==================== nn_layer_scheduler_flat
==> src/rtl/nn_sched_pkg.sv <==
// nn_layer_scheduler shared types and constants.
// Optional bias beat per neuron is enabled with the NN_BIAS_EN macro.
package nn_sched_pkg;

  localparam int MAX_LAYERS = 5;
  localparam int NW_DEF     = 6;
  localparam int AW_DEF     = 15;
  localparam int LIX_W      = 3;

  localparam logic [NW_DEF-1:0] BIAS_X = '1;

  localparam logic [1:0] ACT_LIN  = 2'b00;
  localparam logic [1:0] ACT_SIG  = 2'b01;
  localparam logic [1:0] ACT_TANH = 2'b10;
  localparam logic [1:0] ACT_RELU = 2'b11;

  typedef enum logic [2:0] {
    S_IDLE,
    S_CHECK,
    S_N_INIT,
    S_MAC,
    S_ACT,
    S_WR,
    S_NEXT,
    S_FIN
  } state_t;

endpackage

==> src/rtl/nn_sched_if.sv <==
// Scheduler <-> MAC/activation/buffer datapath bundle.
// Build option NN_BIAS_EN only changes the beat pattern, not this bundle.
interface nn_sched_if
  import nn_sched_pkg::*;
#(
  parameter int NW = NW_DEF,
  parameter int AW = AW_DEF
);

  logic          mac_clr;
  logic          mac_vld;
  logic          mac_rdy;
  logic [AW-1:0] w_addr;
  logic [NW-1:0] x_addr;
  logic          x_bank;
  logic          act_req;
  logic [1:0]    act_fn;
  logic          act_ack;
  logic          y_we;
  logic [NW-1:0] y_addr;

  modport master (
    output mac_clr, mac_vld, w_addr, x_addr, x_bank,
    output act_req, act_fn, y_we, y_addr,
    input  mac_rdy, act_ack
  );

  modport slave (
    input  mac_clr, mac_vld, w_addr, x_addr, x_bank,
    input  act_req, act_fn, y_we, y_addr,
    output mac_rdy, act_ack
  );

endinterface

==> src/rtl/nn_layer_scheduler_addr_gen.sv <==
// Weight address and bank generator for nn_layer_scheduler.
// Stride (with or without NN_BIAS_EN bias slot) is supplied by the FSM.
module nn_addr_gen
  import nn_sched_pkg::*;
#(
  parameter int NW = NW_DEF,
  parameter int AW = AW_DEF
) (
  input  logic          clk,
  input  logic          rst_n,
  input  logic          clr,
  input  logic          nxt_neuron,
  input  logic          nxt_layer,
  input  logic [AW-1:0] stride,
  input  logic [NW-1:0] idx,
  output logic [AW-1:0] w_addr,
  output logic          x_bank
);

  logic [AW-1:0] base_q;
  logic [AW-1:0] ofs_q;

  // ofs_q walks j*stride by repeated add, so no multiplier is needed
  always_ff @(posedge clk) begin
    if (!rst_n || clr) begin
      base_q <= '0;
      ofs_q  <= '0;
      x_bank <= 1'b0;
    end else if (nxt_neuron) begin
      ofs_q <= ofs_q + stride;
    end else if (nxt_layer) begin
      base_q <= base_q + ofs_q + stride;
      ofs_q  <= '0;
      x_bank <= ~x_bank;
    end
  end

  assign w_addr = base_q + ofs_q + AW'(idx);

endmodule

==> src/rtl/nn_layer_scheduler.sv <==
// Layer/neuron/fan-in sequencer for the shared MAC/activation datapath.
// Define NN_BIAS_EN to add one bias beat (x_addr all-ones) per neuron.
module nn_layer_scheduler
  import nn_sched_pkg::*;
#(
  parameter int NW = NW_DEF,
  parameter int AW = AW_DEF
) (
  input  logic          clk,
  input  logic          rst_n,
  input  logic          start,
  input  logic [NW-1:0] no_layers,
  input  logic [NW-1:0] n_in,
  input  logic [NW-1:0] nl1,
  input  logic [NW-1:0] nl2,
  input  logic [NW-1:0] nl3,
  input  logic [NW-1:0] nl4,
  input  logic [NW-1:0] nl5,
  input  logic [1:0]    afl1,
  input  logic [1:0]    afl2,
  input  logic [1:0]    afl3,
  input  logic [1:0]    afl4,
  input  logic [1:0]    afl5,
  nn_sched_if.master    dp,
  output logic          busy,
  output logic          done,
  output logic          err
);

  localparam int LD = 1 << LIX_W;

  state_t state_q, state_d;

  logic [NW-1:0]    no_layers_q;
  logic [NW-1:0]    n_in_q;
  logic [NW-1:0]    nl_q  [LD];
  logic [1:0]       afl_q [LD];
  logic [NW-1:0]    l_q;
  logic [NW-1:0]    j_q;
  logic [NW-1:0]    i_q;
  logic [LIX_W-1:0] lix;
  logic [NW-1:0]    fan_in;
  logic [NW-1:0]    nl_cur;
  logic [NW-1:0]    last_idx;
  logic [AW-1:0]    stride;
  logic             cfg_bad;
  logic             beat_ok;
  logic             bias_beat;
  logic             last_beat;
  logic             last_neuron;
  logic             last_layer;

  assign lix    = l_q[LIX_W-1:0];
  assign fan_in = (l_q == '0) ? n_in_q
                              : nl_q[lix - LIX_W'(1)];
  assign nl_cur = nl_q[lix];

`ifdef NN_BIAS_EN
  assign last_idx  = fan_in;
  assign stride    = AW'(fan_in) + AW'(1);
  assign bias_beat = (state_q == S_MAC) && (i_q == fan_in);
`else
  assign last_idx  = fan_in - NW'(1);
  assign stride    = AW'(fan_in);
  assign bias_beat = 1'b0;
`endif

  assign beat_ok     = (state_q == S_MAC) && dp.mac_rdy;
  assign last_beat   = (i_q == last_idx);
  assign last_neuron = (j_q == nl_cur - NW'(1));
  assign last_layer  = (l_q + NW'(1) == no_layers_q);

  always_comb begin
    cfg_bad = (no_layers_q == '0)
           || (no_layers_q > NW'(MAX_LAYERS))
           || (n_in_q == '0);
    for (int k = 0; k < MAX_LAYERS; k++) begin
      if ((NW'(k) < no_layers_q) && (nl_q[k] == '0)) begin
        cfg_bad = 1'b1;
      end
    end
  end

  always_ff @(posedge clk) begin
    if (!rst_n) begin
      state_q     <= S_IDLE;
      no_layers_q <= '0;
      n_in_q      <= '0;
      l_q         <= '0;
      j_q         <= '0;
      i_q         <= '0;
      err         <= 1'b0;
      for (int k = 0; k < LD; k++) begin
        nl_q[k]  <= '0;
        afl_q[k] <= '0;
      end
    end else begin
      state_q <= state_d;
      err     <= (state_q == S_CHECK) && cfg_bad;
      unique case (state_q)
        S_IDLE: begin
          if (start) begin
            no_layers_q <= no_layers;
            n_in_q      <= n_in;
            nl_q[0]     <= nl1;
            nl_q[1]     <= nl2;
            nl_q[2]     <= nl3;
            nl_q[3]     <= nl4;
            nl_q[4]     <= nl5;
            afl_q[0]    <= afl1;
            afl_q[1]    <= afl2;
            afl_q[2]    <= afl3;
            afl_q[3]    <= afl4;
            afl_q[4]    <= afl5;
          end
        end
        S_CHECK: begin
          l_q <= '0;
          j_q <= '0;
          i_q <= '0;
        end
        S_N_INIT: i_q <= '0;
        S_MAC: begin
          if (beat_ok) i_q <= i_q + NW'(1);
        end
        S_NEXT: begin
          if (last_neuron) begin
            j_q <= '0;
            l_q <= l_q + NW'(1);
          end else begin
            j_q <= j_q + NW'(1);
          end
        end
        default: ;
      endcase
    end
  end

  always_comb begin
    state_d    = state_q;
    dp.mac_clr = 1'b0;
    dp.mac_vld = 1'b0;
    dp.act_req = 1'b0;
    dp.y_we    = 1'b0;
    done       = 1'b0;
    unique case (state_q)
      S_IDLE:   if (start) state_d = S_CHECK;
      S_CHECK:  state_d = cfg_bad ? S_IDLE : S_N_INIT;
      S_N_INIT: begin
        dp.mac_clr = 1'b1;
        state_d    = S_MAC;
      end
      S_MAC: begin
        dp.mac_vld = 1'b1;
        if (beat_ok && last_beat) state_d = S_ACT;
      end
      S_ACT: begin
        dp.act_req = 1'b1;
        if (dp.act_ack) state_d = S_WR;
      end
      S_WR: begin
        dp.y_we = 1'b1;
        state_d = S_NEXT;
      end
      S_NEXT: begin
        state_d = (last_neuron && last_layer) ? S_FIN : S_N_INIT;
      end
      S_FIN: begin
        done    = 1'b1;
        state_d = S_IDLE;
      end
      default: state_d = S_IDLE;
    endcase
  end

  assign busy      = (state_q != S_IDLE) && (state_q != S_FIN);
  assign dp.x_addr = bias_beat ? BIAS_X : i_q;
  assign dp.y_addr = j_q;
  assign dp.act_fn = afl_q[lix];

  nn_addr_gen #(
    .NW(NW),
    .AW(AW)
  ) u_addr (
    .clk        (clk),
    .rst_n      (rst_n),
    .clr        (state_q == S_CHECK),
    .nxt_neuron (state_q == S_NEXT && !last_neuron),
    .nxt_layer  (state_q == S_NEXT && last_neuron),
    .stride     (stride),
    .idx        (i_q),
    .w_addr     (dp.w_addr),
    .x_bank     (dp.x_bank)
  );

endmodule

==> src/flat_wrapper.sv <==
// flat-port wrapper written by rule: the top's interface ports become plain ports
module nn_layer_scheduler_flat import nn_sched_pkg::*;
#(
  parameter int NW = NW_DEF,
  parameter int AW = AW_DEF
)
  (clk, rst_n, start, no_layers, n_in, nl1, nl2, nl3, nl4, nl5, afl1, afl2, afl3, afl4, afl5, busy, done, err, dp_mac_clr, dp_mac_vld, dp_w_addr, dp_x_addr, dp_x_bank, dp_act_req, dp_act_fn, dp_y_we, dp_y_addr, dp_mac_rdy, dp_act_ack);
  nn_sched_if #(.NW(NW), .AW(AW)) dp_i ();
  input  logic clk;
  input  logic rst_n;
  input  logic start;
  input  logic [NW-1:0] no_layers;
  input  logic [NW-1:0] n_in;
  input  logic [NW-1:0] nl1;
  input  logic [NW-1:0] nl2;
  input  logic [NW-1:0] nl3;
  input  logic [NW-1:0] nl4;
  input  logic [NW-1:0] nl5;
  input  logic [1:0] afl1;
  input  logic [1:0] afl2;
  input  logic [1:0] afl3;
  input  logic [1:0] afl4;
  input  logic [1:0] afl5;
  output logic busy;
  output logic done;
  output logic err;
  output wire logic [$bits(dp_i.mac_clr)-1:0] dp_mac_clr;
  output wire logic [$bits(dp_i.mac_vld)-1:0] dp_mac_vld;
  output wire logic [$bits(dp_i.w_addr)-1:0] dp_w_addr;
  output wire logic [$bits(dp_i.x_addr)-1:0] dp_x_addr;
  output wire logic [$bits(dp_i.x_bank)-1:0] dp_x_bank;
  output wire logic [$bits(dp_i.act_req)-1:0] dp_act_req;
  output wire logic [$bits(dp_i.act_fn)-1:0] dp_act_fn;
  output wire logic [$bits(dp_i.y_we)-1:0] dp_y_we;
  output wire logic [$bits(dp_i.y_addr)-1:0] dp_y_addr;
  input wire logic [$bits(dp_i.mac_rdy)-1:0] dp_mac_rdy;
  input wire logic [$bits(dp_i.act_ack)-1:0] dp_act_ack;
  assign dp_mac_clr = dp_i.mac_clr;
  assign dp_mac_vld = dp_i.mac_vld;
  assign dp_w_addr = dp_i.w_addr;
  assign dp_x_addr = dp_i.x_addr;
  assign dp_x_bank = dp_i.x_bank;
  assign dp_act_req = dp_i.act_req;
  assign dp_act_fn = dp_i.act_fn;
  assign dp_y_we = dp_i.y_we;
  assign dp_y_addr = dp_i.y_addr;
  assign dp_i.mac_rdy = dp_mac_rdy;
  assign dp_i.act_ack = dp_act_ack;
  nn_layer_scheduler #(.NW(NW), .AW(AW)) u_core (.clk(clk), .rst_n(rst_n), .start(start), .no_layers(no_layers), .n_in(n_in), .nl1(nl1), .nl2(nl2), .nl3(nl3), .nl4(nl4), .nl5(nl5), .afl1(afl1), .afl2(afl2), .afl3(afl3), .afl4(afl4), .afl5(afl5), .dp(dp_i), .busy(busy), .done(done), .err(err));
endmodule
==> config.mk <==
export PLATFORM = sky130hd
export DESIGN_NAME = nn_layer_scheduler_flat
export DESIGN_NICKNAME = d
export VERILOG_FILES = /design/src/rtl/nn_sched_pkg.sv /design/src/rtl/nn_sched_if.sv /design/src/rtl/nn_layer_scheduler_addr_gen.sv /design/src/rtl/nn_layer_scheduler.sv /design/src/flat_wrapper.sv
export SDC_FILE = /design/constraint.sdc
export NUM_CORES = 1
export LEC_CHECK = 0
export ABC_AREA = 1
export CAP_MARGIN = 20
export CORE_ASPECT_RATIO = 1.1
export CORE_MARGIN = 2
export CORE_UTILIZATION = 57
export CTS_CLUSTER_DIAMETER = 200
export CTS_CLUSTER_SIZE = 10
export DETAILED_ROUTE_END_ITERATION = 8
export PLACE_DENSITY = 0.88
export SLEW_MARGIN = 20
export SYNTH_ARGS = -nofsm -noshare
export SYNTH_HDL_FRONTEND = slang
export SYNTH_SLANG_ARGS = --single-unit
==> constraint.sdc <==
create_clock -name clk -period 4.29 [get_ports clk]
set_input_delay 1.0725 -clock clk [delete_from_list [all_inputs] [get_ports clk]]
set_output_delay 1.0725 -clock clk [all_outputs]
set_load 0.005 [all_outputs]
### Power grid, nn_layer_scheduler_flat

Bar = 20 um. Pins as bars on the die edge. Tap cells in gray.
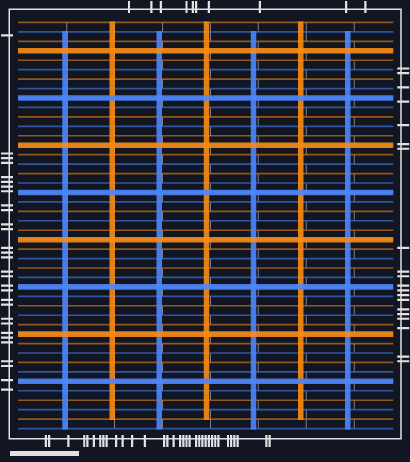
legend:
  VDD:
    color: orange
  VSS:
    color: blue
tap cells: 157
met5 straps: 8
met4 straps: 7
rows: 43
signal pins: 94
die height: 123 um
Core Box Area: 0.0126 sq mm

### Cell classes on the final placement, nn_layer_scheduler_flat

Bar = 20 um.
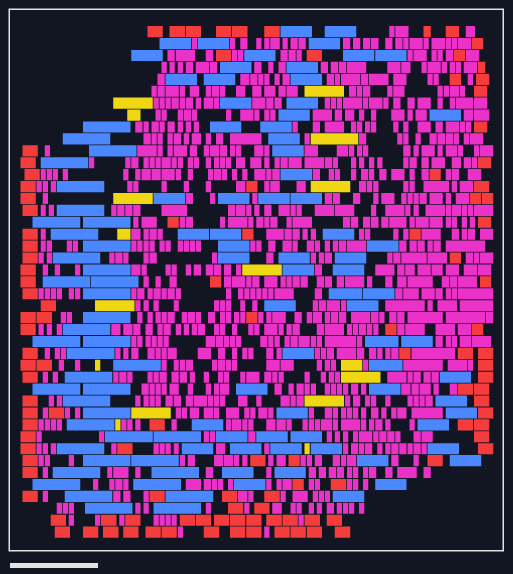
legend:
  clock drivers and dummy loads:
    color: yellow
    cells: 16
  remaining logic cells:
    color: magenta
    cells: 924
  remaining buffers and delay cells:
    color: red
    cells: 112
  registers:
    color: blue
    cells: 108
FP Rows: 43
Post-Layout Inst Area: 0.00894 sq mm

==> per-stage QoR <==
stage / utilization (%) / power [uW] / hold WS, ns / setup TNS (ns) / setup slack [ns]
after detailed placement: 67.0 / 1770 / 0.462 / -0.0608 / -0.0608
after CTS: 69.8 / 2620 / 0.474 / -0.0812 / -0.0812
after global placement: 67.0 / 1760 / 0.455 / 0 / 0.0238
after global routing: 70.7 / 2740 / 0.491 / -0.165 / -0.0586
final: 70.7 / 2620 / 0.471 / 0 / 0.0807
after floorplan: - / 1590 / 0.443 / 0 / 0.571
==> CHANGELOG.md <==
## Flow update

- Tap Cells: 157
- Critical Path End: dp_w_addr[5]
- Hold Startpoint: u_core.u_addr.x_bank
- Yosys chip area: approximately 0.0074 sq mm
- Clock Sinks: 108
- Metal1 wirelength: around 7800 um
- Initial antenna violation count: 0
- Layout cells sized above 1: 7.76%
- Top-count cell post-synth: nand2_1
- Number of global-route vias before repair: 6499
- Diodes inserted: 0
- DR DRC count: 0
- Worst VDD drop: 0.000194 V
- Synth Area in Simple Gates: between 20% and 30%
- Pleak: 0.00420 uW
- GPL Wtd Cong: approximately 0.96
- Status: finished clean
- Post-route ant nets: 0

==================== pc_update_unit
### src/rtl/cpu_pkg.sv
// cpu_pkg: shared datapath definitions for the program-counter path.
//   PC_SRC_*         select encodings for the next-PC candidate mux
//   pc_fsm_e         PC load sequencer states
//   PC_RESET_VEC_DEF default PC after reset
//   PC_EXC_VEC_DEF   default PC loaded on a misaligned target
package cpu_pkg;

    localparam int PC_SRC_INC    = 0;
    localparam int PC_SRC_BRANCH = 1;
    localparam int PC_SRC_JUMP   = 2;
    localparam int PC_SRC_ALU    = 3;

    localparam logic [31:0] PC_RESET_VEC_DEF = 32'h0000_0000;
    localparam logic [31:0] PC_EXC_VEC_DEF   = 32'h0000_00FF;

    typedef enum logic [0:0] {
        IDLE    = 1'b0,
        PENDING = 1'b1
    } pc_fsm_e;

endpackage

### src/rtl/pc_src_mux.sv
// pc_src_mux: combinational next-PC candidate selector.
//   sel     in   SEL_W          source select
//   data_in in   NUM_SRC*WIDTH  flattened candidates, src i = data_in[i*WIDTH +: WIDTH]
//   cand    out  WIDTH          selected candidate; sel >= NUM_SRC yields src 0
module pc_src_mux #(
    parameter  int WIDTH   = 32,
    parameter  int NUM_SRC = 4,
    localparam int SEL_W   = $clog2(NUM_SRC)
) (
    input  logic [SEL_W-1:0]         sel,
    input  logic [NUM_SRC*WIDTH-1:0] data_in,
    output logic [WIDTH-1:0]         cand
);

    // Start from src 0 so an unused select code never produces X.
    always_comb begin
        cand = data_in[WIDTH-1:0];
        for (int i = 1; i < NUM_SRC; i++) begin
            if (sel == SEL_W'(i)) begin
                cand = data_in[i*WIDTH +: WIDTH];
            end
        end
    end

endmodule

### src/rtl/pc_update_unit.sv
// pc_update_unit: next-PC selection, alignment check and program-counter register.
//   clk           in   1              rising-edge clock
//   reset         in   1              synchronous, active-high
//   sel           in   SEL_W          source select
//   data_in       in   NUM_SRC*WIDTH  flattened candidates
//   pc_write      in   1              load request this cycle
//   stall         in   1              pipeline stall, PC frozen while high
//   pc_out        out  WIDTH          current PC
//   epc           out  WIDTH          PC at the time of the last misalign fault
//   misalign_exc  out  1              one-cycle pulse with the fault load
//   pending       out  1              a held write awaits stall release
//
// state   | meaning
// --------+-----------------------------------------------------------
// IDLE    | no deferred write; unstalled pc_write loads next edge
// PENDING | a pc_write arrived under stall; hold keeps the latest cand
module pc_update_unit
    import cpu_pkg::*;
#(
    parameter  int               WIDTH      = 32,
    parameter  int               NUM_SRC    = 4,
    localparam int               SEL_W      = $clog2(NUM_SRC),
    parameter  int               ALIGN_BITS = 2,
    parameter  logic [WIDTH-1:0] RESET_VEC  = WIDTH'(PC_RESET_VEC_DEF),
    parameter  logic [WIDTH-1:0] EXC_VEC    = WIDTH'(PC_EXC_VEC_DEF)
) (
    input  logic                     clk,
    input  logic                     reset,
    input  logic [SEL_W-1:0]         sel,
    input  logic [NUM_SRC*WIDTH-1:0] data_in,
    input  logic                     pc_write,
    input  logic                     stall,
    output logic [WIDTH-1:0]         pc_out,
    output logic [WIDTH-1:0]         epc,
    output logic                     misalign_exc,
    output logic                     pending
);

    // An all-zero mask (ALIGN_BITS == 0) disables the alignment check.
    localparam logic [WIDTH-1:0] ALIGN_MASK = WIDTH'((64'd1 << ALIGN_BITS) - 64'd1);

    pc_fsm_e          state, state_nxt;
    logic [WIDTH-1:0] hold, hold_nxt;
    logic [WIDTH-1:0] cand;
    logic [WIDTH-1:0] load_val;
    logic             load_en;
    logic             misaligned;

    pc_src_mux #(
        .WIDTH   (WIDTH),
        .NUM_SRC (NUM_SRC)
    ) u_src_mux (
        .sel     (sel),
        .data_in (data_in),
        .cand    (cand)
    );

    always_comb begin
        state_nxt = state;
        hold_nxt  = hold;
        load_en   = 1'b0;
        load_val  = cand;
        case (state)
            IDLE: begin
                if (pc_write) begin
                    if (stall) begin
                        hold_nxt  = cand;
                        state_nxt = PENDING;
                    end else begin
                        load_en = 1'b1;
                    end
                end
            end
            PENDING: begin
                if (stall) begin
                    if (pc_write) begin
                        hold_nxt = cand;
                    end
                end else begin
                    // A fresh request at release supersedes the held one.
                    load_en   = 1'b1;
                    load_val  = pc_write ? cand : hold;
                    state_nxt = IDLE;
                end
            end
            default: begin
                state_nxt = IDLE;
            end
        endcase
    end

    // Checked on the value actually loaded, so a held target is judged at release.
    assign misaligned = |(load_val & ALIGN_MASK);

    always_ff @(posedge clk) begin
        if (reset) begin
            state        <= IDLE;
            hold         <= '0;
            pc_out       <= RESET_VEC;
            epc          <= '0;
            misalign_exc <= 1'b0;
            pending      <= 1'b0;
        end else begin
            state        <= state_nxt;
            hold         <= hold_nxt;
            pending      <= (state_nxt == PENDING);
            misalign_exc <= load_en && misaligned;
            if (load_en) begin
                if (misaligned) begin
                    pc_out <= EXC_VEC;
                    epc    <= pc_out;
                end else begin
                    pc_out <= load_val;
                end
            end
        end
    end

endmodule

### config.mk
export PLATFORM = sky130hd
export DESIGN_NAME = pc_update_unit
export DESIGN_NICKNAME = d
export VERILOG_FILES = /design/src/rtl/cpu_pkg.sv /design/src/rtl/pc_src_mux.sv /design/src/rtl/pc_update_unit.sv
export SDC_FILE = /design/constraint.sdc
export NUM_CORES = 1
export LEC_CHECK = 0
export ABC_AREA = 1
export CAP_MARGIN = 5
export CORE_ASPECT_RATIO = 0.5
export CORE_MARGIN = 2
export CORE_UTILIZATION = 64
export DETAILED_ROUTE_END_ITERATION = 6
export DONT_BUFFER_PORTS = 1
export GPL_TIMING_DRIVEN = 0
export HOLD_SLACK_MARGIN = 0.08
export PLACE_DENSITY = 0.9
export SYNTH_ARGS = -nofsm -noshare
export SYNTH_HDL_FRONTEND = slang
export SYNTH_SLANG_ARGS = --single-unit
### constraint.sdc
create_clock -name clk -period 2.5 [get_ports clk]
set_input_delay 0.5 -clock clk [delete_from_list [all_inputs] [get_ports clk]]
set_output_delay 0.5 -clock clk [all_outputs]
set_load 0.02 [all_outputs]
### Power grid, pc_update_unit

Bar = 50 um. Pins as bars on the die edge. Tap cells in gray.
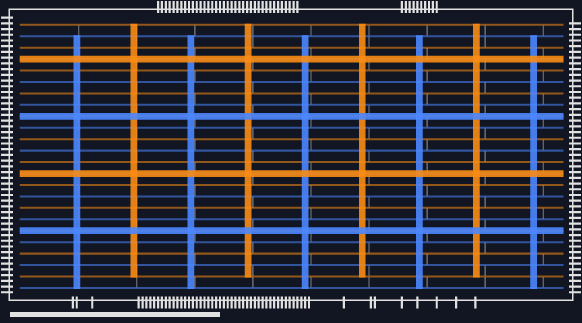
legend:
  VSS:
    color: blue
  VDD:
    color: orange
rows: 23
met1 rails: 24
tap cells: 112
signal pins: 200
met4 straps: 9
die height: 68.8 um
Die Width: 134 um
Worst VDD drop: 0.000410 V

### Cell classes on the final placement, pc_update_unit

Bar = 50 um.
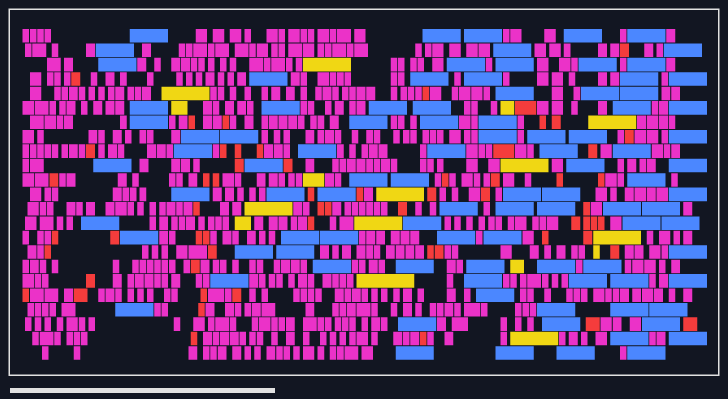
legend:
  clock drivers and dummy loads:
    color: yellow
    cells: 16
  remaining logic cells:
    color: magenta
    cells: 701
  remaining buffers and delay cells:
    color: red
    cells: 60
  registers:
    color: blue
    cells: 96
Seq/total area: 33.0%
Post-Layout Inst Area: 0.00582 sq mm
Core Util, Final: 71.9%
FP Rows: 23

==> CHANGELOG.md <==
## Flow update

- Layout cells sized above 1: 10.3%
- Max incr delay on CP: roughly 0.63 ns
- Chip Area: approximately 0.0092 sq mm
- Multiplexer share of the synthesized area: 0%
- WL/cell: 16.6 um
- Setup-failing EPs final: 0
- Met1 usage in global routing: 46.8%
- Final hold slack: 0.295 ns
- CP Buf/Inv Count: 4
- Critical path's most frequent cell: buf_2
- Yosys chip area: 0.00537 sq mm
- Synth Net Count: about 990
- Signal inverters: 26
- Critical Path End: epc[29]
- DP Worst Slack: 0.338 ns
- Max transition margin: 63.3%
- Compound-Gate Fraction of Synth Area: 11.1%
- Comb area: 0.00307 sq mm
- Combinational share of cell area: 52.9%
- Adder share: 0%
- Status: finished clean
- Max-area cell share: 35.8%
- Clock latency on the worst-skew pair: 0.35 ns
- Global Route met2 Usage: between 50% and 60%
- Highest Signal Layer: met4
- Vias: about 5800
- R2R Path End: epc[29]
- Flip-flops with a built-in enable: 0
- Post-CTS Hold Fix Bufs: 0
- Setup slack, reg-to-reg: about 0.3 ns
[power groups by stage]
| stage | sequential (uW) | combinational (uW) | clock [uW] |
|---|---|---|---|
| 6_report | 1780 | 719 | 1420 |
| 5_1_grt | 1790 | 800 | 1470 |
| 4_1_cts | 1780 | 700 | 1420 |
| 3_5_place_dp | 1810 | 693 | 0 |
| 3_3_place_gp | 1810 | 672 | 0 |
| 2_1_floorplan | 1780 | 536 | 0 |
[flip-flops by register name, summed over array words and instances, names as in the netlist]
register	flops
pc_out	31
misalign_exc	1
epc	31
state	1
hold	32

==================== fetch_unit
### src/rtl/rv_pkg.sv
// +------------------------------------------------------------------+
// | rv_pkg : shared constants and types for the RISC-V front end     |
// | rev 1.0                                                          |
// +------------------------------------------------------------------+
`default_nettype none

package rv_pkg;

   localparam int XLEN = 32;
   localparam logic [31:0] NOP_INST = 32'h0000_0013;

   localparam int OP_LSB   = 0;
   localparam int OP_MSB   = 6;
   localparam int F3_LSB   = 12;
   localparam int F3_MSB   = 14;
   localparam int F7B5_BIT = 30;

   localparam logic [1:0] S_IDLE = 2'd0;
   localparam logic [1:0] S_REQ  = 2'd1;
   localparam logic [1:0] S_DROP = 2'd2;

   typedef enum logic [1:0] {
      FS_IDLE = S_IDLE,
      FS_REQ  = S_REQ,
      FS_DROP = S_DROP
   } fetch_state_t;

endpackage

`default_nettype wire

### src/rtl/fetch_fifo.sv
// +------------------------------------------------------------------+
// | fetch_fifo : {inst, pc} FIFO with flush and registered head      |
// | rev 1.0                                                          |
// +------------------------------------------------------------------+
`default_nettype none

module fetch_fifo #(
   parameter int XLEN  = 32,
   parameter int DEPTH = 2,
   localparam int CW   = $clog2(DEPTH) + 1
) (
   input  logic            clk,
   input  logic            rst_n,
   input  logic            flush,
   input  logic            push,
   input  logic [31:0]     push_inst,
   input  logic [XLEN-1:0] push_pc,
   input  logic            pop,
   output logic            head_valid,
   output logic [31:0]     head_inst,
   output logic [XLEN-1:0] head_pc,
   output logic [CW-1:0]   count
);

   localparam int AW = $clog2(DEPTH);
   localparam logic [CW-1:0] DEPTH_C = CW'(DEPTH);

   logic [31:0]     inst_mem [DEPTH];
   logic [XLEN-1:0] pc_mem   [DEPTH];
   logic [AW-1:0]   wr_ptr;
   logic [AW-1:0]   rd_ptr;
   logic            do_push;
   logic            do_pop;

   assign do_pop  = pop && (count != '0);
   // A full FIFO still accepts a push when the head leaves in the same cycle.
   assign do_push = push && ((count < DEPTH_C) || do_pop);

   always_ff @(posedge clk or negedge rst_n) begin
      if (!rst_n) begin
         wr_ptr <= '0;
         rd_ptr <= '0;
         count  <= '0;
      end else if (flush) begin
         wr_ptr <= '0;
         rd_ptr <= '0;
         count  <= '0;
      end else begin
         if (do_push) wr_ptr <= wr_ptr + AW'(1);
         if (do_pop)  rd_ptr <= rd_ptr + AW'(1);
         count <= count + CW'(do_push) - CW'(do_pop);
      end
   end

   always_ff @(posedge clk) begin
      if (do_push && !flush) begin
         inst_mem[wr_ptr] <= push_inst;
         pc_mem[wr_ptr]   <= push_pc;
      end
   end

   assign head_valid = (count != '0);
   assign head_inst  = inst_mem[rd_ptr];
   assign head_pc    = pc_mem[rd_ptr];

endmodule

`default_nettype wire

### src/rtl/fetch_unit.sv
// +------------------------------------------------------------------+
// | fetch_unit : PC owner, imem req/ack fetcher and instruction FIFO |
// | rev 1.0                                                          |
// +------------------------------------------------------------------+
`default_nettype none

module fetch_unit #(
   parameter int              XLEN     = 32,
   parameter logic [XLEN-1:0] RESET_PC = '0,
   parameter int              DEPTH    = 2
) (
   input  logic            clk,
   input  logic            rst_n,
   output logic            imem_req,
   output logic [XLEN-1:0] imem_addr,
   input  logic            imem_ack,
   input  logic [31:0]     imem_rdata,
   input  logic            redirect,
   input  logic [XLEN-1:0] redirect_pc,
   output logic            inst_valid,
   input  logic            inst_ready,
   output logic [31:0]     inst,
   output logic [XLEN-1:0] inst_pc,
   output logic [XLEN-1:0] inst_pc_plus4,
   output logic [6:0]      op,
   output logic [2:0]      funct3,
   output logic            funct7b5
);

   import rv_pkg::*;

   localparam int CW = $clog2(DEPTH) + 1;
   localparam logic [CW-1:0] DEPTH_C = CW'(DEPTH);

   fetch_state_t    state;
   fetch_state_t    state_next;
   logic [XLEN-1:0] fetch_pc;
   logic [XLEN-1:0] pc_next;
   logic [XLEN-1:0] req_addr;
   logic [XLEN-1:0] target;
   logic [CW-1:0]   count;
   logic [CW-1:0]   occ_next;
   logic            pop;
   logic            push;
   logic            may_issue;
   logic            head_valid;
   logic [31:0]     head_inst;
   logic [XLEN-1:0] head_pc;

   assign target    = redirect_pc & ~XLEN'(3);
   assign pop       = head_valid & inst_ready;
   assign push      = (state == FS_REQ) & imem_ack & ~redirect;
   // Occupancy once this edge's pop/push land, with no request left outstanding.
   assign occ_next  = count - CW'(pop) + CW'(push);
   assign may_issue = (occ_next < DEPTH_C);

   always_comb begin
      state_next = state;
      pc_next    = fetch_pc;
      unique case (state)
         FS_IDLE: begin
            if (redirect) begin
               pc_next    = target;
               state_next = FS_REQ;
            end else if (may_issue) begin
               state_next = FS_REQ;
            end
         end
         FS_REQ: begin
            if (redirect) begin
               pc_next    = target;
               state_next = imem_ack ? FS_REQ : FS_DROP;
            end else if (imem_ack) begin
               pc_next    = fetch_pc + XLEN'(4);
               state_next = may_issue ? FS_REQ : FS_IDLE;
            end
         end
         FS_DROP: begin
            if (redirect) pc_next = target;
            if (imem_ack) state_next = FS_REQ;
         end
         default: state_next = FS_IDLE;
      endcase
   end

   always_ff @(posedge clk or negedge rst_n) begin
      if (!rst_n) begin
         state    <= FS_IDLE;
         fetch_pc <= RESET_PC;
         req_addr <= RESET_PC;
      end else begin
         state    <= state_next;
         fetch_pc <= pc_next;
         // The bus address is frozen while a request (even an orphaned one) waits for ack.
         if (!(imem_req && !imem_ack)) req_addr <= pc_next;
      end
   end

   assign imem_req  = (state != FS_IDLE);
   assign imem_addr = req_addr;

   fetch_fifo #(
      .XLEN  (XLEN),
      .DEPTH (DEPTH)
   ) u_fifo (
      .clk        (clk),
      .rst_n      (rst_n),
      .flush      (redirect),
      .push       (push),
      .push_inst  (imem_rdata),
      .push_pc    (fetch_pc),
      .pop        (pop),
      .head_valid (head_valid),
      .head_inst  (head_inst),
      .head_pc    (head_pc),
      .count      (count)
   );

   assign inst_valid    = head_valid;
   assign inst          = head_valid ? head_inst : NOP_INST;
   assign inst_pc       = head_valid ? head_pc : '0;
   assign inst_pc_plus4 = head_valid ? (head_pc + XLEN'(4)) : '0;
   assign op            = inst[OP_MSB:OP_LSB];
   assign funct3        = inst[F3_MSB:F3_LSB];
   assign funct7b5      = inst[F7B5_BIT];

endmodule

`default_nettype wire

### config.mk
export PLATFORM = sky130hd
export DESIGN_NAME = fetch_unit
export DESIGN_NICKNAME = d
export VERILOG_FILES = /design/src/rtl/rv_pkg.sv /design/src/rtl/fetch_fifo.sv /design/src/rtl/fetch_unit.sv
export SDC_FILE = /design/constraint.sdc
export NUM_CORES = 1
export LEC_CHECK = 0
export ABC_CLOCK_PERIOD_IN_PS = 9300
export CORE_ASPECT_RATIO = 0.75
export CORE_MARGIN = 2
export CORE_UTILIZATION = 53
export CTS_BUF_LIST = sky130_fd_sc_hd__clkbuf_8
export DETAILED_ROUTE_END_ITERATION = 7
export HOLD_SLACK_MARGIN = 0.05
export PLACE_DENSITY = 0.81
export REMOVE_ABC_BUFFERS = 1
export SLEW_MARGIN = 0
export SYNTH_ARGS = -nofsm -noshare
export SYNTH_HDL_FRONTEND = slang
export SYNTH_SLANG_ARGS = --single-unit
### constraint.sdc
create_clock -name clk -period 9.3 [get_ports clk]
set_input_delay 0.93 -clock clk [delete_from_list [all_inputs] [get_ports clk]]
set_output_delay 0.93 -clock clk [all_outputs]
set_load 0.02 [all_outputs]
### Power grid, fetch_unit

Bar = 50 um. Pins as bars on the die edge. Tap cells in gray.
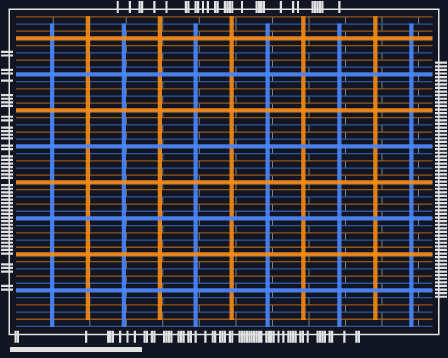
legend:
  VSS:
    color: blue
  VDD:
    color: orange
met5 straps: 8
rows: 43
met4 straps: 11
tap cells: 247
signal pins: 210
Worst VDD drop: 0.000163 V
Die Width: 162 um
Core Box Area: 0.0184 sq mm

==> CHANGELOG.md <==
## Flow update

- Most numerous logic cells after layout: clkdlybuf4s50_1, edfxtp_1, nor2_1
- TritonCTS buffer count: 17
- Critical path's most frequent cell: inv_1
- Async SR Flop Fraction: 35.4%
- Max incr delay on CP: 0.76 ns
- Adder share: 0.506%
- Final nets: 1121
- Clock-cell share of area: 3.14%
- CTS clk-pin slew, worst paths: 0.10 ns
- Hold Crit Depth: 0
- Post-CTS setup buffer count: 0
- Crit share post-route: 62.4%
- Clock buffer depth: 2
- Syn_area_per_cell: 11.3 sq um
- Yosys chip area: 0.00988 sq mm
- Final slew viol count: 0
- Slowest CP cell: buf_4
- # placed instances: 1276
- Worst Path Required: between 8 and 9 ns
- DRT Pass-1 Iters: 8
- Top-count cell post-synth: edfxtp_1
- Data buffer area share: 17.3%
- Post-synthesis cell count from yosys: 875
- Dpl cell area: approximately 0.012 sq mm
- R2r startpoint: state[0]
- Clk pwr share: 15.6%
- Clock latency on the worst-skew pair: 0.47 ns
- Status: finished clean
- Psw: 1440 uW
- Slew @ Worst Pin: 1.09 ns
- Area growth from synthesis to layout: 25.5%
- Flip-flops with a built-in enable: 128
- Chip Area: between 0.015 and 0.02 sq mm
- Unrepaired setup endpoints after global routing: false
- Distinct lib cells: approximately 67
==> registers in the layout, indices dropped and copies added, names as in the netlist <==
name / flops
fetch_pc: 32
imem_addr: 32
state: 2
u_fifo.count: 2
u_fifo.inst_mem: 64
u_fifo.pc_mem: 64
u_fifo.rd_ptr: 1
u_fifo.wr_ptr: 1
==> routing by layer <==
layer,GRT usage [%],wire length (um),vias to the layer above
met3,7.84,2540,31
met5,0,0,-
met4,5.25,238,0
met2,37.6,11000,382
met1,37.0,11000,3763
li1,-,-,3602

==================== stopwatch_bcd
### src/rtl/stopwatch_pkg.sv
// Shared types and constants for the MM:SS BCD stopwatch.
package stopwatch_pkg;

  typedef enum logic [1:0] {
    ST_IDLE  = 2'd0,
    ST_RUN   = 2'd1,
    ST_PAUSE = 2'd2
  } state_t;

  localparam int unsigned DIGIT_W      = 4;
  localparam int unsigned NUM_DIGITS   = 4;
  localparam int unsigned VALUE_W      = DIGIT_W * NUM_DIGITS;

  localparam int unsigned SEC_ONES_MAX = 9;
  localparam int unsigned SEC_TENS_MAX = 5;
  localparam int unsigned MIN_ONES_MAX = 9;
  localparam int unsigned MIN_TENS_MAX = 5;

  // Next value of one BCD digit: clear wins, otherwise wrap to 0 past max.
  function automatic logic [DIGIT_W-1:0] bcd_next(input logic [DIGIT_W-1:0] digit,
                                                  input int unsigned         max,
                                                  input logic                inc,
                                                  input logic                clr);
    logic [DIGIT_W-1:0] r;
    r = digit;
    if (clr) begin
      r = '0;
    end else if (inc) begin
      r = (digit == DIGIT_W'(max)) ? '0 : DIGIT_W'(digit + DIGIT_W'(1));
    end
    return r;
  endfunction

endpackage

### src/rtl/stopwatch_bcd_digit.sv
// One BCD digit of the time counter; carry ripples the enable to the next digit.
module bcd_digit_cntr
  import stopwatch_pkg::*;
#(
  parameter int unsigned MAX = 9
) (
  input  logic               clk,
  input  logic               reset_n,
  input  logic               inc,
  input  logic               clr,
  output logic [DIGIT_W-1:0] digit,
  output logic               carry
);

  // Carry is the enable for the next digit in the same cycle.
  assign carry = inc && (digit == DIGIT_W'(MAX));

  // Digit register, restricted to 0..MAX.
  always_ff @(posedge clk or negedge reset_n) begin
    if (!reset_n) begin
      digit <= '0;
    end else begin
      digit <= bcd_next(digit, MAX, inc, clr);
    end
  end

endmodule

### src/rtl/stopwatch_bcd.sv
// MM:SS stopwatch: button sync/edge detect, run/pause FSM, prescaler, BCD chain, lap freeze.
module stopwatch_bcd
  import stopwatch_pkg::*;
#(
  parameter int unsigned TICK_CYCLES = 125_000_000
) (
  input  logic               clk,
  input  logic               reset_n,
  input  logic               btn_start,
  input  logic               btn_lap,
  input  logic               btn_clear,
  output logic [VALUE_W-1:0] value,
  output logic               running,
  output logic               lap_active,
  output logic               wrap
);

  localparam int unsigned PRESC_W = (TICK_CYCLES > 1) ? $clog2(TICK_CYCLES) : 1;
  localparam logic [PRESC_W-1:0] PRESC_LAST = PRESC_W'(TICK_CYCLES - 1);
  localparam int unsigned BTN_N     = 3;
  localparam int unsigned BTN_START = 0;
  localparam int unsigned BTN_LAP   = 1;
  localparam int unsigned BTN_CLEAR = 2;
  localparam logic [1:0]  SETTLED   = 2'd3;

  logic [BTN_N-1:0]   sync_a, sync_b, sync_prev, evt;
  logic [1:0]         settle;
  logic               clr_act, start_act, lap_act;
  state_t             state, state_next;
  logic               lap_next, do_clear, lap_load;
  logic [PRESC_W-1:0] presc;
  logic               tick;
  logic [DIGIT_W-1:0] sec_ones, sec_tens, min_ones, min_tens;
  logic               c_so, c_st, c_mo, c_mt;
  logic [VALUE_W-1:0] live, live_next, lap_reg;

  // 2-FF synchroniser, edge detector and registered event pulses; events are
  // masked until the edge history is valid so a button held through reset is silent.
  always_ff @(posedge clk or negedge reset_n) begin
    if (!reset_n) begin
      sync_a    <= '0;
      sync_b    <= '0;
      sync_prev <= '0;
      settle    <= '0;
      evt       <= '0;
    end else begin
      sync_a    <= {btn_clear, btn_lap, btn_start};
      sync_b    <= sync_a;
      sync_prev <= sync_b;
      if (settle != SETTLED) settle <= settle + 2'd1;
      evt       <= (settle == SETTLED) ? (sync_b & ~sync_prev) : '0;
    end
  end

  // Priority resolution: clear > start > lap, lower ones are dropped.
  assign clr_act   = evt[BTN_CLEAR];
  assign start_act = evt[BTN_START] && !evt[BTN_CLEAR];
  assign lap_act   = evt[BTN_LAP] && !evt[BTN_START] && !evt[BTN_CLEAR];

  assign tick = (state == ST_RUN) && (presc == PRESC_LAST);

  // State register.
  always_ff @(posedge clk or negedge reset_n) begin
    if (!reset_n) state <= ST_IDLE;
    else          state <= state_next;
  end

  // Next-state, lap toggle and clear decode.
  always_comb begin
    state_next = state;
    lap_next   = lap_active;
    do_clear   = 1'b0;
    lap_load   = 1'b0;
    case (state)
      ST_IDLE: begin
        if (start_act) state_next = ST_RUN;
      end
      ST_RUN: begin
        if (start_act) begin
          state_next = ST_PAUSE;
        end else if (lap_act) begin
          lap_next = !lap_active;
          lap_load = !lap_active;
        end
      end
      ST_PAUSE: begin
        if (clr_act) begin
          state_next = ST_IDLE;
          lap_next   = 1'b0;
          do_clear   = 1'b1;
        end else if (start_act) begin
          state_next = ST_RUN;
        end
      end
      default: state_next = ST_IDLE;
    endcase
  end

  // Prescaler: counts in RUN, holds in PAUSE, zero in IDLE or on clear.
  always_ff @(posedge clk or negedge reset_n) begin
    if (!reset_n) begin
      presc <= '0;
    end else if (do_clear || state == ST_IDLE) begin
      presc <= '0;
    end else if (state == ST_RUN) begin
      presc <= tick ? '0 : PRESC_W'(presc + PRESC_W'(1));
    end
  end

  bcd_digit_cntr #(.MAX(SEC_ONES_MAX)) u_sec_ones (
    .clk(clk), .reset_n(reset_n), .inc(tick), .clr(do_clear), .digit(sec_ones), .carry(c_so));
  bcd_digit_cntr #(.MAX(SEC_TENS_MAX)) u_sec_tens (
    .clk(clk), .reset_n(reset_n), .inc(c_so), .clr(do_clear), .digit(sec_tens), .carry(c_st));
  bcd_digit_cntr #(.MAX(MIN_ONES_MAX)) u_min_ones (
    .clk(clk), .reset_n(reset_n), .inc(c_st), .clr(do_clear), .digit(min_ones), .carry(c_mo));
  bcd_digit_cntr #(.MAX(MIN_TENS_MAX)) u_min_tens (
    .clk(clk), .reset_n(reset_n), .inc(c_mo), .clr(do_clear), .digit(min_tens), .carry(c_mt));

  // Current digits and the digits after this edge, so value tracks without lag.
  assign live      = {min_tens, min_ones, sec_tens, sec_ones};
  assign live_next = {bcd_next(min_tens, MIN_TENS_MAX, c_mo, do_clear),
                      bcd_next(min_ones, MIN_ONES_MAX, c_st, do_clear),
                      bcd_next(sec_tens, SEC_TENS_MAX, c_so, do_clear),
                      bcd_next(sec_ones, SEC_ONES_MAX, tick, do_clear)};

  // Registered outputs, lap snapshot (pre-increment digits) and display mux.
  always_ff @(posedge clk or negedge reset_n) begin
    if (!reset_n) begin
      lap_reg    <= '0;
      value      <= '0;
      running    <= 1'b0;
      lap_active <= 1'b0;
      wrap       <= 1'b0;
    end else begin
      if (lap_load) lap_reg <= live;
      value      <= lap_next ? (lap_load ? live : lap_reg) : live_next;
      running    <= (state_next == ST_RUN);
      lap_active <= lap_next;
      wrap       <= c_mt;
    end
  end

endmodule

### config.mk
export PLATFORM = sky130hd
export DESIGN_NAME = stopwatch_bcd
export DESIGN_NICKNAME = d
export VERILOG_FILES = /design/src/rtl/stopwatch_pkg.sv /design/src/rtl/stopwatch_bcd_digit.sv /design/src/rtl/stopwatch_bcd.sv
export SDC_FILE = /design/constraint.sdc
export NUM_CORES = 1
export LEC_CHECK = 0
export CORE_MARGIN = 4
export CORE_UTILIZATION = 35
export DETAILED_ROUTE_END_ITERATION = 10
export PLACE_DENSITY = 0.49
export SYNTH_ARGS = -nofsm -noshare
export SYNTH_HDL_FRONTEND = slang
export SYNTH_SLANG_ARGS = --single-unit
### constraint.sdc
create_clock -name clk -period 4.8 [get_ports clk]
set_input_delay 1.44 -clock clk [delete_from_list [all_inputs] [get_ports clk]]
set_output_delay 1.44 -clock clk [all_outputs]
set_load 0.005 [all_outputs]
### Power grid, stopwatch_bcd

Bar = 20 um. Pins as bars on the die edge. Tap cells in gray.
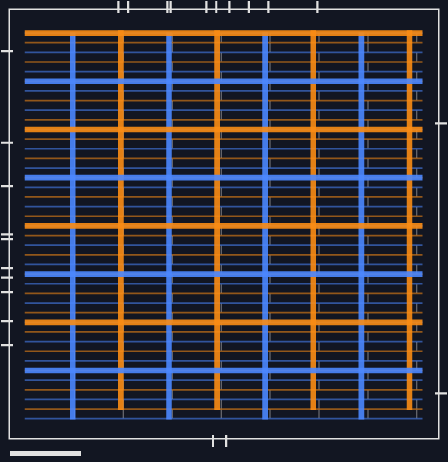
legend:
  VDD:
    color: orange
  VSS:
    color: blue
rows: 40
met5 straps: 8
met4 straps: 8
die height: 121 um
Core Box Area: 0.0122 sq mm
Worst VDD drop: 0.000217 V

### Cell classes on the final placement, stopwatch_bcd

Bar = 20 um.
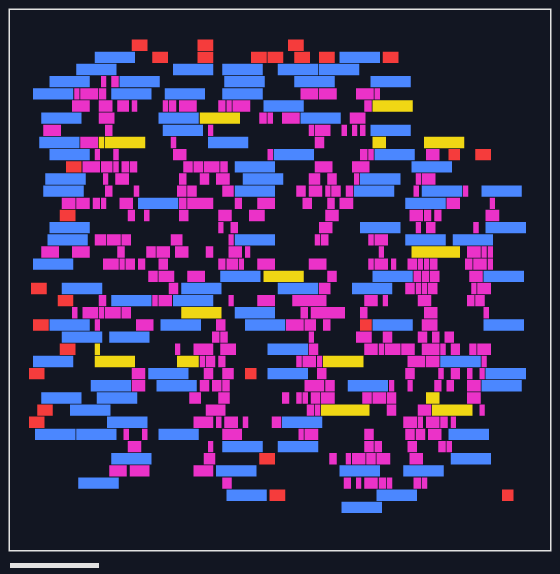
legend:
  remaining logic cells:
    color: magenta
    cells: 303
  clock drivers and dummy loads:
    color: yellow
    cells: 16
  remaining buffers and delay cells:
    color: red
    cells: 26
  registers:
    color: blue
    cells: 94
Core Util, Final: 42.3%
Post-Layout Inst Area: 0.00516 sq mm

==> CHANGELOG.md <==
## Flow update

- Status: finished clean
- Port-buffer cells: 23
- Most frequent logic cell in the layout: dfrtp_1
- Layout cells sized above 1: 10.7%
- CTS clk-pin slew, worst paths: ~0.06 ns
- DR WL met3: 300 um
- # clk buffers: 12
- Post-CTS setup buffer count: 0
- Final-layout fill cell count: 1215
- Dominant kind of cell: sequential cells
- Data buffer area share: ~4.8%
- PwrDens: 364 mW/mm^2
- Critical Path End: presc[20]
- Highest Signal Layer: met4
- Worst R2R Path Depth: 8
- Setup-failing EPs final: 0
- Distinct lib cells: 55
- Max transition margin: 37.6%
- Fin crit period: 2.71 ns
- Async SR Flop Fraction: 100%
### Clock distribution, stopwatch_bcd

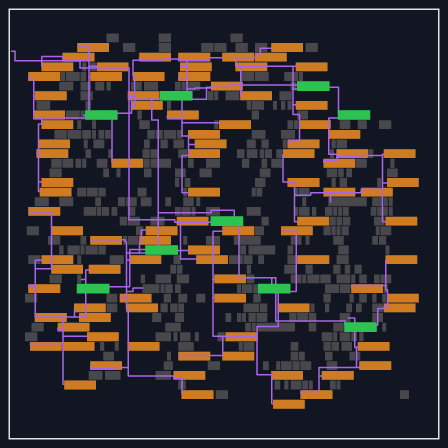
legend:
  clock wires:
    color: purple
    length: 1250 um
  clock-net drivers:
    color: green
    count: 9
  flip-flops:
    color: orange
    count: 94
flops lie: widely spread
routed clock nets: 10
Clk pwr share: 41.4%
clock latency on the worst-skew pair: 0.35 ns
Clock Power: 778 uW
Setup Skew: 0.00753 ns

[power by group]
group / total (uW) / internal (uW) / leakage, uW / switching, uW
sequential: 831 / 815 / 0.00128 / 15.6
clock: 778 / 475 / 0.000158 / 303
combinational: 271 / 85.9 / 0.000750 / 185
total: 1880 / 1380 / 0.00218 / 504
[metrics by stage]
stage          hold WS (ns)  util (%)  setup slack, ns  std cells
5_1_grt               0.359      42.3             1.84        607
6_report              0.348      42.3             2.09        607
3_3_place_gp          0.333      39.6             2.13        591
3_5_place_dp          0.335      39.6             2.08        591
4_1_cts               0.350      42.3             2.06        607
2_1_floorplan         0.331         -             2.44        415

==================== mux_nx1_reg
### Power grid, mux_nx1_reg

Bar = 20 um. Pins as bars on the die edge. Tap cells in gray.
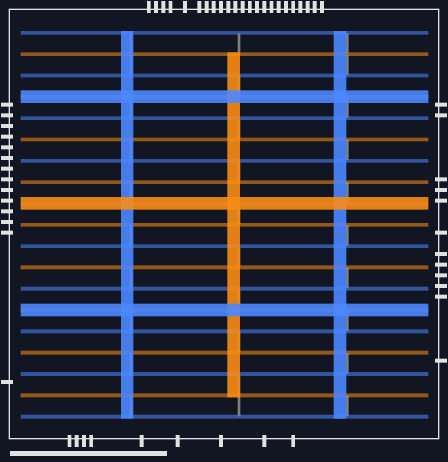
### Cell classes on the final placement, mux_nx1_reg

Bar = 20 um.
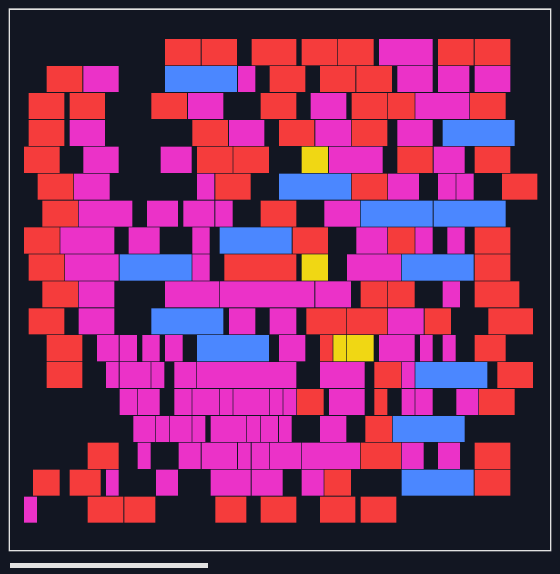
## src/rtl/mux_pkg.sv

```systemverilog
// Shared types for the registered N:1 multiplexer.
// Output-register state and the mode encodings.
package mux_pkg;

  typedef enum logic {
    EMPTY = 1'b0,
    FULL  = 1'b1
  } state_e;

  localparam logic MODE_MANUAL = 1'b0;
  localparam logic MODE_RR     = 1'b1;

endpackage

```

## src/rtl/mux_nx1_reg_rr_arbiter.sv

```systemverilog
// Combinational round-robin search.
// Finds the first requester at or above ptr, modulo N.
module rr_arbiter
  import mux_pkg::*;
#(
  parameter  int N    = 4,
  localparam int SELW = $clog2(N)
) (
  input  logic [N-1:0]    req,
  input  logic [SELW-1:0] ptr,
  output logic            gnt_vld,
  output logic [SELW-1:0] gnt_idx
);

  // Walk N candidates starting at ptr; the first hit wins.
  always_comb begin
    int j;
    j       = 0;
    gnt_vld = 1'b0;
    gnt_idx = '0;
    for (int i = 0; i < N; i++) begin
      j = int'(ptr) + i;
      if (j >= N) j = j - N;
      if (!gnt_vld && req[j]) begin
        gnt_vld = 1'b1;
        gnt_idx = SELW'(j);
      end
    end
  end

endmodule

```

## src/rtl/mux_nx1_reg.sv

```systemverilog
// Registered N:1 mux, manual or round-robin select.
// Optional MUX_PARITY_EN adds out_par (XOR of loaded word).
module mux_nx1_reg
  import mux_pkg::*;
#(
  parameter  int WIDTH = 8,
  parameter  int N     = 4,
  localparam int SELW  = $clog2(N)
) (
  input  logic               clk,
  input  logic               rst_n,
  input  logic               mode,
  input  logic [SELW-1:0]    sel,
  input  logic [N*WIDTH-1:0] in_data,
  input  logic [N-1:0]       in_valid,
  output logic [N-1:0]       in_ready,
  output logic [WIDTH-1:0]   out_data,
  output logic [SELW-1:0]    out_ch,
  output logic               out_valid,
  input  logic               out_ready,
  output logic               sel_err
`ifdef MUX_PARITY_EN
  ,
  output logic               out_par
`endif
);

  localparam int SELN = 1 << SELW;
  localparam logic [SELN-1:0] SEL_MASK =
    SELN'((64'd1 << N) - 64'd1);

  state_e            state_q, state_d;
  logic [WIDTH-1:0]  data_q, data_d;
  logic [SELW-1:0]   ch_q, ch_d;
  logic [SELW-1:0]   ptr_q, ptr_d;
  logic              err_q, err_d;

  logic [SELN-1:0]   valid_pad;
  logic              sel_ok;
  logic              man_req;
  logic              rr_vld;
  logic [SELW-1:0]   rr_idx;
  logic              can_load;
  logic              gnt;
  logic [SELW-1:0]   gnt_idx;
  logic [WIDTH-1:0]  gnt_data;

  assign valid_pad = SELN'(in_valid);
  assign sel_ok    = SEL_MASK[sel];
  assign man_req   = valid_pad[sel] & sel_ok;

  rr_arbiter #(
    .N(N)
  ) u_rr (
    .req    (in_valid),
    .ptr    (ptr_q),
    .gnt_vld(rr_vld),
    .gnt_idx(rr_idx)
  );

  // Grant decision; reset suppresses every grant.
  always_comb begin
    can_load = (state_q == EMPTY) || out_ready;
    gnt      = 1'b0;
    gnt_idx  = sel;
    unique case (1'b1)
      (mode == MODE_RR): begin
        gnt     = rst_n && can_load && rr_vld;
        gnt_idx = rr_idx;
      end
      default: begin
        gnt     = rst_n && can_load && man_req;
        gnt_idx = sel;
      end
    endcase
  end

  // One-hot ready toward the granted channel only.
  always_comb begin
    in_ready = '0;
    if (gnt) in_ready[gnt_idx] = 1'b1;
  end

  // Select the granted channel's word.
  always_comb begin
    gnt_data = '0;
    for (int k = 0; k < N; k++) begin
      if (gnt_idx == SELW'(k))
        gnt_data = in_data[k*WIDTH +: WIDTH];
    end
  end

  // Output-register occupancy FSM.
  always_comb begin
    state_d = state_q;
    unique case (state_q)
      EMPTY: if (gnt) state_d = FULL;
      FULL:  if (out_ready && !gnt) state_d = EMPTY;
      default: state_d = EMPTY;
    endcase
  end

  // Datapath, scan pointer and sticky error next-state.
  always_comb begin
    data_d = data_q;
    ch_d   = ch_q;
    ptr_d  = ptr_q;
    err_d  = err_q;
    if (gnt) begin
      data_d = gnt_data;
      ch_d   = gnt_idx;
    end
    if (gnt && mode == MODE_RR) begin
      ptr_d = (rr_idx == SELW'(N - 1)) ?
              '0 : rr_idx + 1'b1;
    end
    if (mode == MODE_MANUAL && !sel_ok)
      err_d = 1'b1;
  end

  // State registers with synchronous reset.
  always_ff @(posedge clk) begin
    if (!rst_n) begin
      state_q <= EMPTY;
      data_q  <= '0;
      ch_q    <= '0;
      ptr_q   <= '0;
      err_q   <= 1'b0;
    end else begin
      state_q <= state_d;
      data_q  <= data_d;
      ch_q    <= ch_d;
      ptr_q   <= ptr_d;
      err_q   <= err_d;
    end
  end

`ifdef MUX_PARITY_EN
  logic par_q, par_d;

  // Parity follows the word into the register.
  always_comb begin
    par_d = par_q;
    if (gnt) par_d = ^gnt_data;
  end

  // Parity register with synchronous reset.
  always_ff @(posedge clk) begin
    if (!rst_n) par_q <= 1'b0;
    else        par_q <= par_d;
  end

  assign out_par = par_q;
`endif

  assign out_data  = data_q;
  assign out_ch    = ch_q;
  assign out_valid = (state_q == FULL);
  assign sel_err   = err_q;

endmodule

```

## config.mk

```make
export PLATFORM = sky130hd
export DESIGN_NAME = mux_nx1_reg
export DESIGN_NICKNAME = d
export VERILOG_FILES = /design/src/rtl/mux_pkg.sv /design/src/rtl/mux_nx1_reg_rr_arbiter.sv /design/src/rtl/mux_nx1_reg.sv
export SDC_FILE = /design/constraint.sdc
export NUM_CORES = 1
export LEC_CHECK = 0
export CAP_MARGIN = 10
export CORE_UTILIZATION = 39
export DETAILED_ROUTE_END_ITERATION = 8
export GPL_TIMING_DRIVEN = 0
export PLACE_DENSITY_LB_ADDON = 0.1
export SKIP_LAST_GASP = 1
export SLEW_MARGIN = 20
export SYNTH_ARGS = -nofsm -noshare
export SYNTH_HDL_FRONTEND = slang
export SYNTH_SLANG_ARGS = --single-unit
```

## constraint.sdc

```tcl
create_clock -name clk -period 2.7 [get_ports clk]
set_input_delay 0.27 -clock clk [delete_from_list [all_inputs] [get_ports clk]]
set_output_delay 0.27 -clock clk [all_outputs]
set_load 0.005 [all_outputs]
```

==> CHANGELOG.md <==
## Flow update

- Status: finished clean
- Multiplexer share of the synthesized area: between 30 and 40%
- DR DRC count: 0
- Total chip power: 729 uW
- Hold WC Path Type: flop to flop
- Met1 usage in global routing: 26.7%
- Initial Util: 42.4%
- Yosys warning total: 0
- Maximum number of pins on one net before global-route repair: 11
- Clock Sinks: 13
- Highest Signal Layer: met4
- # placed instances: 202
- Vias/cell: 5.47
- Initial antenna violation count: 0
- Pleak: roughly 0.00083 uW
- Clock buffer depth: 2
- Seq Cell Count: 13
- Post-synthesis cell count from yosys: 116
About 'Power grid' of mux_nx1_reg:
legend:
  VSS:
    color: blue
  VDD:
    color: orange
met5 straps: 3
tap cells: 30
met1 rails: 19
rows: 18
met4 straps: 3
Core Box Area: 0.00254 sq mm
Die Width: 54.6 um
die height: 54.6 um

About 'Cell classes on the final placement' of mux_nx1_reg:
legend:
  remaining logic cells:
    color: magenta
    cells: 96
  clock drivers and dummy loads:
    color: yellow
    cells: 4
  registers:
    color: blue
    cells: 13
  remaining buffers and delay cells:
    color: red
    cells: 72
FP Rows: 18
Core Util, Final: 70.8%

[synth_stat cells (2+ instances only)]
cell type,n
o211ai_1,2
nand2b_1,3
buf_6,2
inv_1,4
nor3_1,2
nor2b_1,6
mux2_4,8
nand2_1,5
o21ai_2,8
dfxtp_1,13
o21ai_0,4
nand3_1,8
a21oi_1,4
nor2_1,7
mux2i_1,18
[timing repair]
action | in CTS | in global routing
endpoints found under the setup margin | 4 | 3
gates resized | 10 | 4
buffers inserted | 2 | 7
hold buffers | 0 | 0
pin swaps | 0 | 3


==> gallery <==
Clock distribution.
panel A
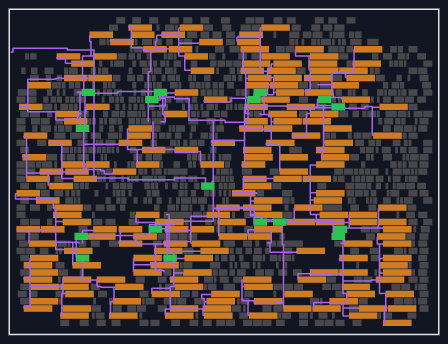
panel B
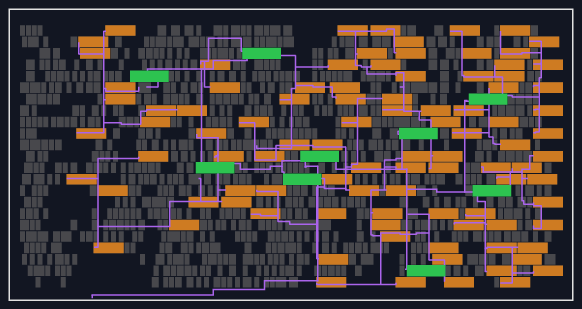
panel C
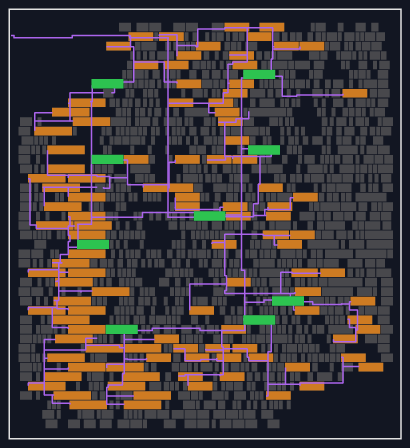
panel D
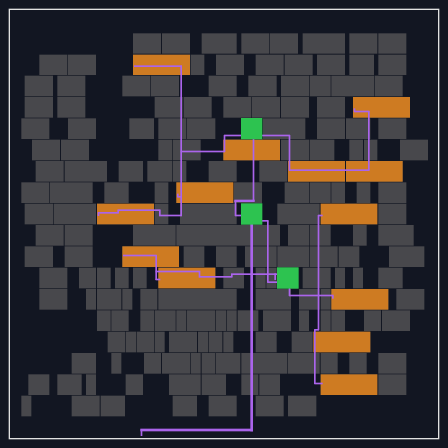
The one with the fewest sequential cells is panel D.
mux_nx1_reg is panel D.
fetch_unit is panel A.
nn_layer_scheduler_flat is panel C.
pc_update_unit is panel B.

Key to panel C:
legend:
  flip-flops:
    color: orange
    count: 108
  clock-net drivers:
    color: green
    count: 9
  clock wires:
    color: purple
    length: 1330 um
routed clock nets: 10

Power figures rest on the tool's default switching activity, not on a simulated workload.
